==================== design 1
===== config.mk =====
export PLATFORM = sky130hd
export DESIGN_NAME = fir_tap_sequencer
export DESIGN_NICKNAME = d
export VERILOG_FILES = /design/src/rtl/fir_tap_sequencer.sv
export SDC_FILE = /design/constraint.sdc
export NUM_CORES = 2
export LEC_CHECK = 0
export CORE_MARGIN = 2
export CORE_UTILIZATION = 62
export CTS_CLUSTER_DIAMETER = 40
export CTS_CLUSTER_SIZE = 40
export DETAILED_ROUTE_END_ITERATION = 10
export PLACE_DENSITY_LB_ADDON = 0.25
export SLEW_MARGIN = 0
export SYNTH_ARGS = -nofsm -noshare
export SYNTH_HDL_FRONTEND = slang
export SYNTH_SLANG_ARGS = --single-unit

===== constraint.sdc =====
create_clock -name clk -period 8.1 [get_ports clk]
set_clock_uncertainty 0.05 [all_clocks]
set_input_delay 1.62 -clock clk [delete_from_list [all_inputs] [get_ports clk]]
set_output_delay 1.62 -clock clk [all_outputs]
set_load 0.005 [all_outputs]

===== src/rtl/fir_tap_sequencer.sv =====
// fir_tap_sequencer: feeds one (sample, coefficient) pair per tap to a MAC engine for every accepted sample.
// Ports:
//   clk, reset        rising-edge clock, synchronous active-high reset (starts a RAM clear sweep)
//   n_taps            tap count latched on sample accept; 0 acts as 1, values above MAX_TAPS act as MAX_TAPS
//   coef_we/addr/wdata host coefficient write, honoured only while idle
//   coef_err          one-cycle pulse the cycle after a write attempted while not idle
//   s_valid/s_ready/s_data                          input sample stream
//   t_valid/t_ready/t_data/t_coeff/t_first/t_last   tap stream, x[n-k] with h[k]
//   busy              high whenever the sequencer is not idle
// Build option FIR_SEQ_ZERO_SKIP_EN: taps with a zero coefficient are not presented, except the last one.
module fir_tap_sequencer #(
    parameter int MAX_TAPS = 256,
    parameter int DW = 8,
    parameter int CW = 8,
    localparam int AW = $clog2(MAX_TAPS)
) (
    input  logic          clk,
    input  logic          reset,
    input  logic [AW:0]   n_taps,
    input  logic          coef_we,
    input  logic [AW-1:0] coef_addr,
    input  logic [CW-1:0] coef_wdata,
    output logic          coef_err,
    input  logic          s_valid,
    output logic          s_ready,
    input  logic [DW-1:0] s_data,
    output logic          t_valid,
    input  logic          t_ready,
    output logic [DW-1:0] t_data,
    output logic [CW-1:0] t_coeff,
    output logic          t_first,
    output logic          t_last,
    output logic          busy
);
    typedef enum logic [1:0] {CLEAR, IDLE, FETCH, ISSUE} state_t;
    state_t state_q, state_d;
    logic [AW-1:0] clr_q, clr_d, wr_q, wr_d, k_q, k_d;
    logic [AW:0] n_q, n_d, n_clamp;
    logic first_q, first_d;
    logic [DW-1:0] t_data_q;
    logic [CW-1:0] t_coeff_q;
    logic coef_err_q;
    logic [DW-1:0] data_mem [MAX_TAPS];
    logic [CW-1:0] coef_mem [MAX_TAPS];
    logic last_tap, skip;

    assign n_clamp = n_taps == '0 ? (AW+1)'(1) :
                     n_taps > (AW+1)'(MAX_TAPS) ? (AW+1)'(MAX_TAPS) : n_taps;
    assign last_tap = {1'b0, k_q} == n_q - (AW+1)'(1);
`ifdef FIR_SEQ_ZERO_SKIP_EN
    assign skip = state_q == ISSUE && t_coeff_q == '0 && !last_tap;
`else
    assign skip = 1'b0;
`endif
    assign s_ready  = state_q == IDLE;
    assign busy     = state_q != IDLE;
    assign t_valid  = state_q == ISSUE && !skip;
    assign t_data   = t_data_q;
    assign t_coeff  = t_coeff_q;
    assign t_first  = t_valid && first_q;
    assign t_last   = t_valid && last_tap;
    assign coef_err = coef_err_q;

    always_comb begin
        state_d = state_q;
        clr_d   = clr_q;
        wr_d    = wr_q;
        k_d     = k_q;
        n_d     = n_q;
        first_d = first_q;
        case (state_q)
            CLEAR: begin
                clr_d = clr_q + AW'(1);
                if (clr_q == AW'(MAX_TAPS - 1)) state_d = IDLE;
            end
            IDLE: if (s_valid) begin
                n_d     = n_clamp;
                k_d     = '0;
                first_d = 1'b1;
                state_d = FETCH;
            end
            FETCH: state_d = ISSUE;
            ISSUE: if (skip) begin
                // suppressed tap: keep first_q so the next presented tap is marked first
                k_d     = k_q + AW'(1);
                state_d = FETCH;
            end else if (t_ready) begin
                first_d = 1'b0;
                if (last_tap) begin
                    wr_d    = wr_q + AW'(1);
                    state_d = IDLE;
                end else begin
                    k_d     = k_q + AW'(1);
                    state_d = FETCH;
                end
            end
            default: state_d = CLEAR;
        endcase
    end

    // RAM write port: clear sweep, sample insert and host coefficient writes are mutually exclusive by state
    always_ff @(posedge clk) begin
        if (state_q == CLEAR) begin
            data_mem[clr_q] <= '0;
            coef_mem[clr_q] <= '0;
        end else if (state_q == IDLE) begin
            if (s_valid) data_mem[wr_q] <= s_data;
            if (coef_we) coef_mem[coef_addr] <= coef_wdata;
        end
    end

    always_ff @(posedge clk) begin
        if (reset) begin
            state_q    <= CLEAR;
            clr_q      <= '0;
            wr_q       <= '0;
            k_q        <= '0;
            n_q        <= (AW+1)'(1);
            first_q    <= 1'b0;
            t_data_q   <= '0;
            t_coeff_q  <= '0;
            coef_err_q <= 1'b0;
        end else begin
            state_q    <= state_d;
            clr_q      <= clr_d;
            wr_q       <= wr_d;
            k_q        <= k_d;
            n_q        <= n_d;
            first_q    <= first_d;
            coef_err_q <= coef_we && state_q != IDLE;
            // newest sample sits at wr_q, so tap k reads wr_q - k with natural modulo wrap
            if (state_q == FETCH) begin
                t_data_q  <= data_mem[wr_q - k_q];
                t_coeff_q <= coef_mem[k_q];
            end
        end
    end
endmodule


==================== design 2
**src/rtl/bit_population_accumulator.sv**
```systemverilog
// bit_population_accumulator: groups popcount samples into frames and
// reports frame sum, maximum and sample count as a registered one-cycle result.
//
// Ports:
//   clk        - clock, all logic on posedge
//   srst_i     - synchronous active-low reset
//   data_i     - popcount sample from upstream ($clog2(WIDTH)+1 bits)
//   data_val_i - data_i valid, one sample per valid cycle
//   flush_i    - close the current frame early
//   sum_o      - frame sum (SUM_WIDTH bits)
//   max_o      - largest sample in the frame
//   cnt_o      - samples in the frame
//   ovf_o      - frame sum exceeded 2^SUM_WIDTH-1
//   sum_val_o  - one-cycle pulse, result outputs valid
//
// Build option: BIT_POPULATION_ACCUMULATOR_SATURATE_EN clamps the frame sum
// at 2^SUM_WIDTH-1 on overflow instead of wrapping.

module bit_population_accumulator #(
    parameter int WIDTH     = 8,
    parameter int FRAME_LEN = 16,
    parameter int SUM_WIDTH = 16
) (
    input  logic                         clk,
    input  logic                         srst_i,
    input  logic [$clog2(WIDTH):0]       data_i,
    input  logic                         data_val_i,
    input  logic                         flush_i,
    output logic [SUM_WIDTH-1:0]         sum_o,
    output logic [$clog2(WIDTH):0]       max_o,
    output logic [$clog2(FRAME_LEN):0]   cnt_o,
    output logic                         ovf_o,
    output logic                         sum_val_o
);

    localparam int DW = $clog2(WIDTH) + 1;
    localparam int CW = $clog2(FRAME_LEN) + 1;
    // Adder is wide enough for both operands plus a carry bit.
    localparam int EW = ((SUM_WIDTH > DW) ? SUM_WIDTH : DW) + 1;

    typedef enum logic {
        IDLE,
        ACC
    } state_t;

    state_t state_q;
    state_t state_d;

    logic [SUM_WIDTH-1:0] acc_sum;
    logic [DW-1:0]        acc_max;
    logic [CW-1:0]        acc_cnt;
    logic                 acc_ovf;

    logic [EW-1:0]        sum_ext;
    logic                 carry;
    logic [SUM_WIDTH-1:0] n_sum;
    logic [DW-1:0]        n_max;
    logic [CW-1:0]        n_cnt;
    logic                 n_ovf;
    logic                 has_smp;
    logic                 cnt_hit;
    logic                 close;

    // Accumulator values including this cycle's sample, if any.
    always_comb begin
        sum_ext = {{(EW-SUM_WIDTH){1'b0}}, acc_sum}
                + {{(EW-DW){1'b0}}, data_i};
        carry   = |sum_ext[EW-1:SUM_WIDTH];
        n_sum   = acc_sum;
        n_max   = acc_max;
        n_cnt   = acc_cnt;
        n_ovf   = acc_ovf;
        if (data_val_i) begin
`ifdef BIT_POPULATION_ACCUMULATOR_SATURATE_EN
            // Once clamped, any further add carries again, so it stays.
            n_sum = carry ? {SUM_WIDTH{1'b1}} : sum_ext[SUM_WIDTH-1:0];
`else
            n_sum = sum_ext[SUM_WIDTH-1:0];
`endif
            n_max = (data_i > acc_max) ? data_i : acc_max;
            n_cnt = acc_cnt + CW'(1);
            n_ovf = acc_ovf | carry;
        end
    end

    // A flush needs at least one sample, counting one arriving now.
    always_comb begin
        has_smp = (state_q == ACC) || data_val_i;
        cnt_hit = data_val_i && (n_cnt == CW'(FRAME_LEN));
        close   = cnt_hit || (flush_i && has_smp);
    end

    always_comb begin
        state_d = state_q;
        unique case (state_q)
            IDLE: if (data_val_i && !close) state_d = ACC;
            ACC:  if (close) state_d = IDLE;
            default: state_d = IDLE;
        endcase
    end

    always_ff @(posedge clk) begin
        if (!srst_i) begin
            state_q <= IDLE;
        end else begin
            state_q <= state_d;
        end
    end

    always_ff @(posedge clk) begin
        if (!srst_i) begin
            acc_sum   <= '0;
            acc_max   <= '0;
            acc_cnt   <= '0;
            acc_ovf   <= 1'b0;
            sum_o     <= '0;
            max_o     <= '0;
            cnt_o     <= '0;
            ovf_o     <= 1'b0;
            sum_val_o <= 1'b0;
        end else if (close) begin
            sum_o     <= n_sum;
            max_o     <= n_max;
            cnt_o     <= n_cnt;
            ovf_o     <= n_ovf;
            sum_val_o <= 1'b1;
            acc_sum   <= '0;
            acc_max   <= '0;
            acc_cnt   <= '0;
            acc_ovf   <= 1'b0;
        end else begin
            acc_sum   <= n_sum;
            acc_max   <= n_max;
            acc_cnt   <= n_cnt;
            acc_ovf   <= n_ovf;
            sum_val_o <= 1'b0;
        end
    end

endmodule
```
**config.mk**
```make
export PLATFORM = sky130hd
export DESIGN_NAME = bit_population_accumulator
export DESIGN_NICKNAME = d
export VERILOG_FILES = /design/src/rtl/bit_population_accumulator.sv
export SDC_FILE = /design/constraint.sdc
export NUM_CORES = 1
export LEC_CHECK = 0
export CAP_MARGIN = 40
export CORE_MARGIN = 1.5
export CORE_UTILIZATION = 45
export CTS_CLUSTER_DIAMETER = 30
export DETAILED_ROUTE_END_ITERATION = 7
export PLACE_DENSITY = 0.71
export SLEW_MARGIN = 20
export SYNTH_ARGS = -nofsm -noshare
export SYNTH_HDL_FRONTEND = slang
export SYNTH_SLANG_ARGS = --single-unit
```
**constraint.sdc**
```tcl
create_clock -name clk -period 2.5 [get_ports clk]
set_clock_uncertainty 0.2 [all_clocks]
set_input_delay 0.75 -clock clk [delete_from_list [all_inputs] [get_ports clk]]
set_output_delay 0.75 -clock clk [all_outputs]
set_load 0.05 [all_outputs]
```

==> notes/layouts.md <==
Pictures saved along the way, in no particular order.

Sequential cells colored by netlist name.
shot_01.png
The bar under the picture is 200 um long. Other sequential cells in the stronger gray, the rest of the logic in the fainter gray.
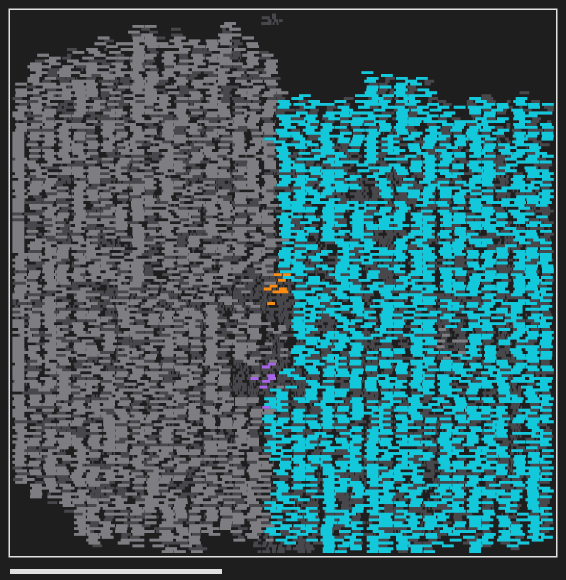
shot_02.png
The bar under the picture is 20 um long. Other sequential cells in the stronger gray, the rest of the logic in the fainter gray.
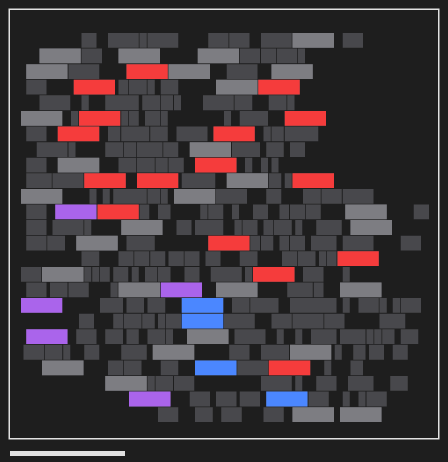
shot_02.png is design 2.
shot_01.png is design 1.
Of these, largest die: shot_01.png
Of these, most sequential cells: shot_01.png

Design 1, placement by cell class:
The bar under the picture is 200 um long.
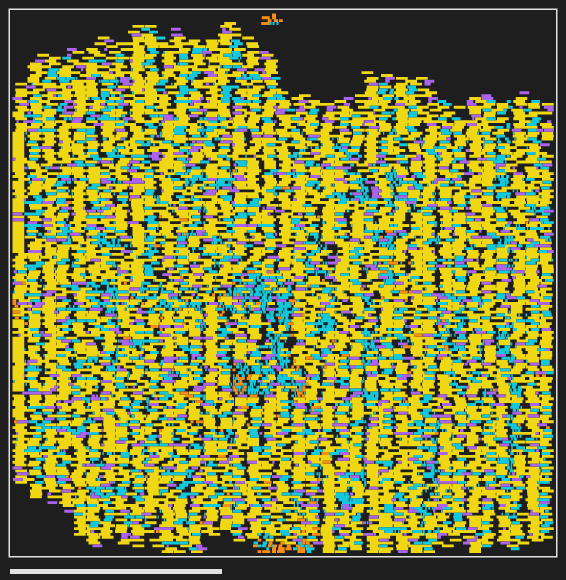
color	class	cells
orange	remaining buffers and delay cells	200
cyan	remaining logic cells	3151
yellow	registers	4149
purple	clock drivers and dummy loads	839

==> impl_metrics.json, design 1 <==
{
  "dominant_cells": "registers",
  "synth-seq-cells": 4149,
  "die-area_um2": 265000,
  "busiest_layer": "met2",
  "grt_pass1_wl_um": 599000,
  "nMultiInputCombCells": 3130,
  "comb_power_share": 0.005,
  "endpoint_kind": "flip-flop",
  "first_iter_violations": 12200,
  "synth_adder_area_share": 0.000975,
  "lay_top_cells": "edfxtp_1 (4096), mux4_2 (1088), nor2_1 (588)",
  "wl_met2_um": 203000,
  "status": "finished clean",
  "powerDensity_nw_per_um2": 246,
  "finalInstanceArea_um2": 182000,
  "nFillCells": 14600,
  "ys_sh_simple": 0.0385,
  "path_cells": "clkinv_1 -> ha_1 -> and3b_4 -> o21ai_2 -> nand2_4 -> nor2_4 -> a221oi_1 -> a22o_1 -> a221o_1 -> a2111o_1",
  "post-dp-hpwl_um": 236000,
  "clock_path_buffers": 4,
  "maxUsedRoutingLayer": "met5",
  "max_slew_margin": 0.131,
  "ir_worst_vdd_v": 0.000288
}
Design 2, placement by cell class:
The bar under the picture is 20 um long.
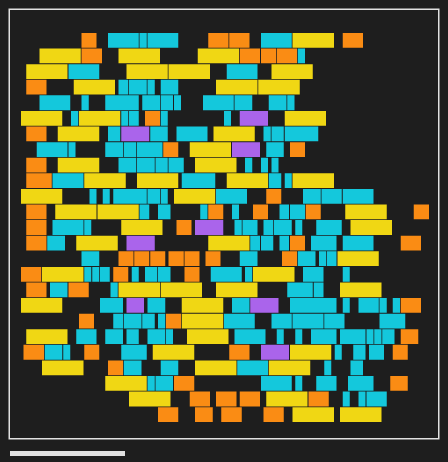
color	class	cells
yellow	registers	54
purple	clock drivers and dummy loads	8
cyan	remaining logic cells	147
orange	remaining buffers and delay cells	57

==> impl_metrics.json, design 2 <==
{
  "hold_class": "flip-flop to flip-flop",
  "place.gp.congestion": 0.811,
  "worstHoldStart": "cnt_o[3]",
  "mux_area_frac": 0.0347,
  "status": "finished clean",
  "grt.total_usage": 0.172,
  "dominant_cells": "combinational gates",
  "ir_worst_vdd_v": 0.000415,
  "xor_share": 0.0758,
  "final_common_cell": "dfxtp_1",
  "vias": 1635,
  "path_cells": "clkdlybuf4s50_1",
  "cts.repair.resized": 5,
  "power_leakage_uw": 0.00113,
  "syn-num-nets": 229
}


==> screenshots <==
Congestion heat map.
picture 1
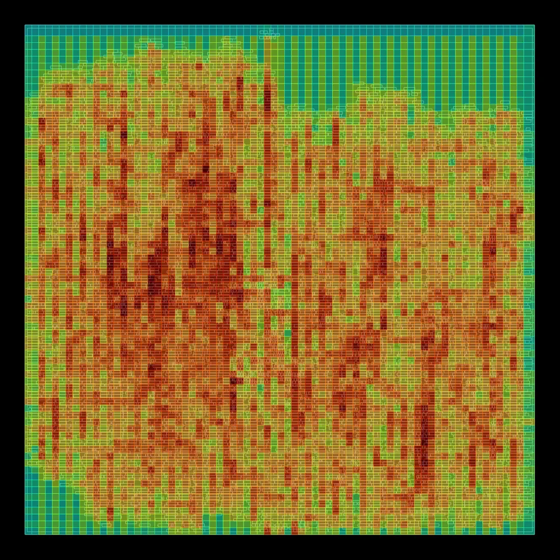
picture 2
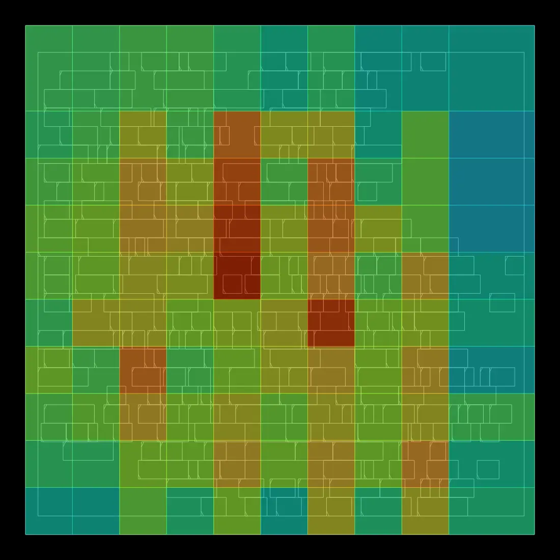
- most wire per cell: picture 1
- highest track usage: picture 1
Design 2 is picture 2.
Design 1 is picture 1.

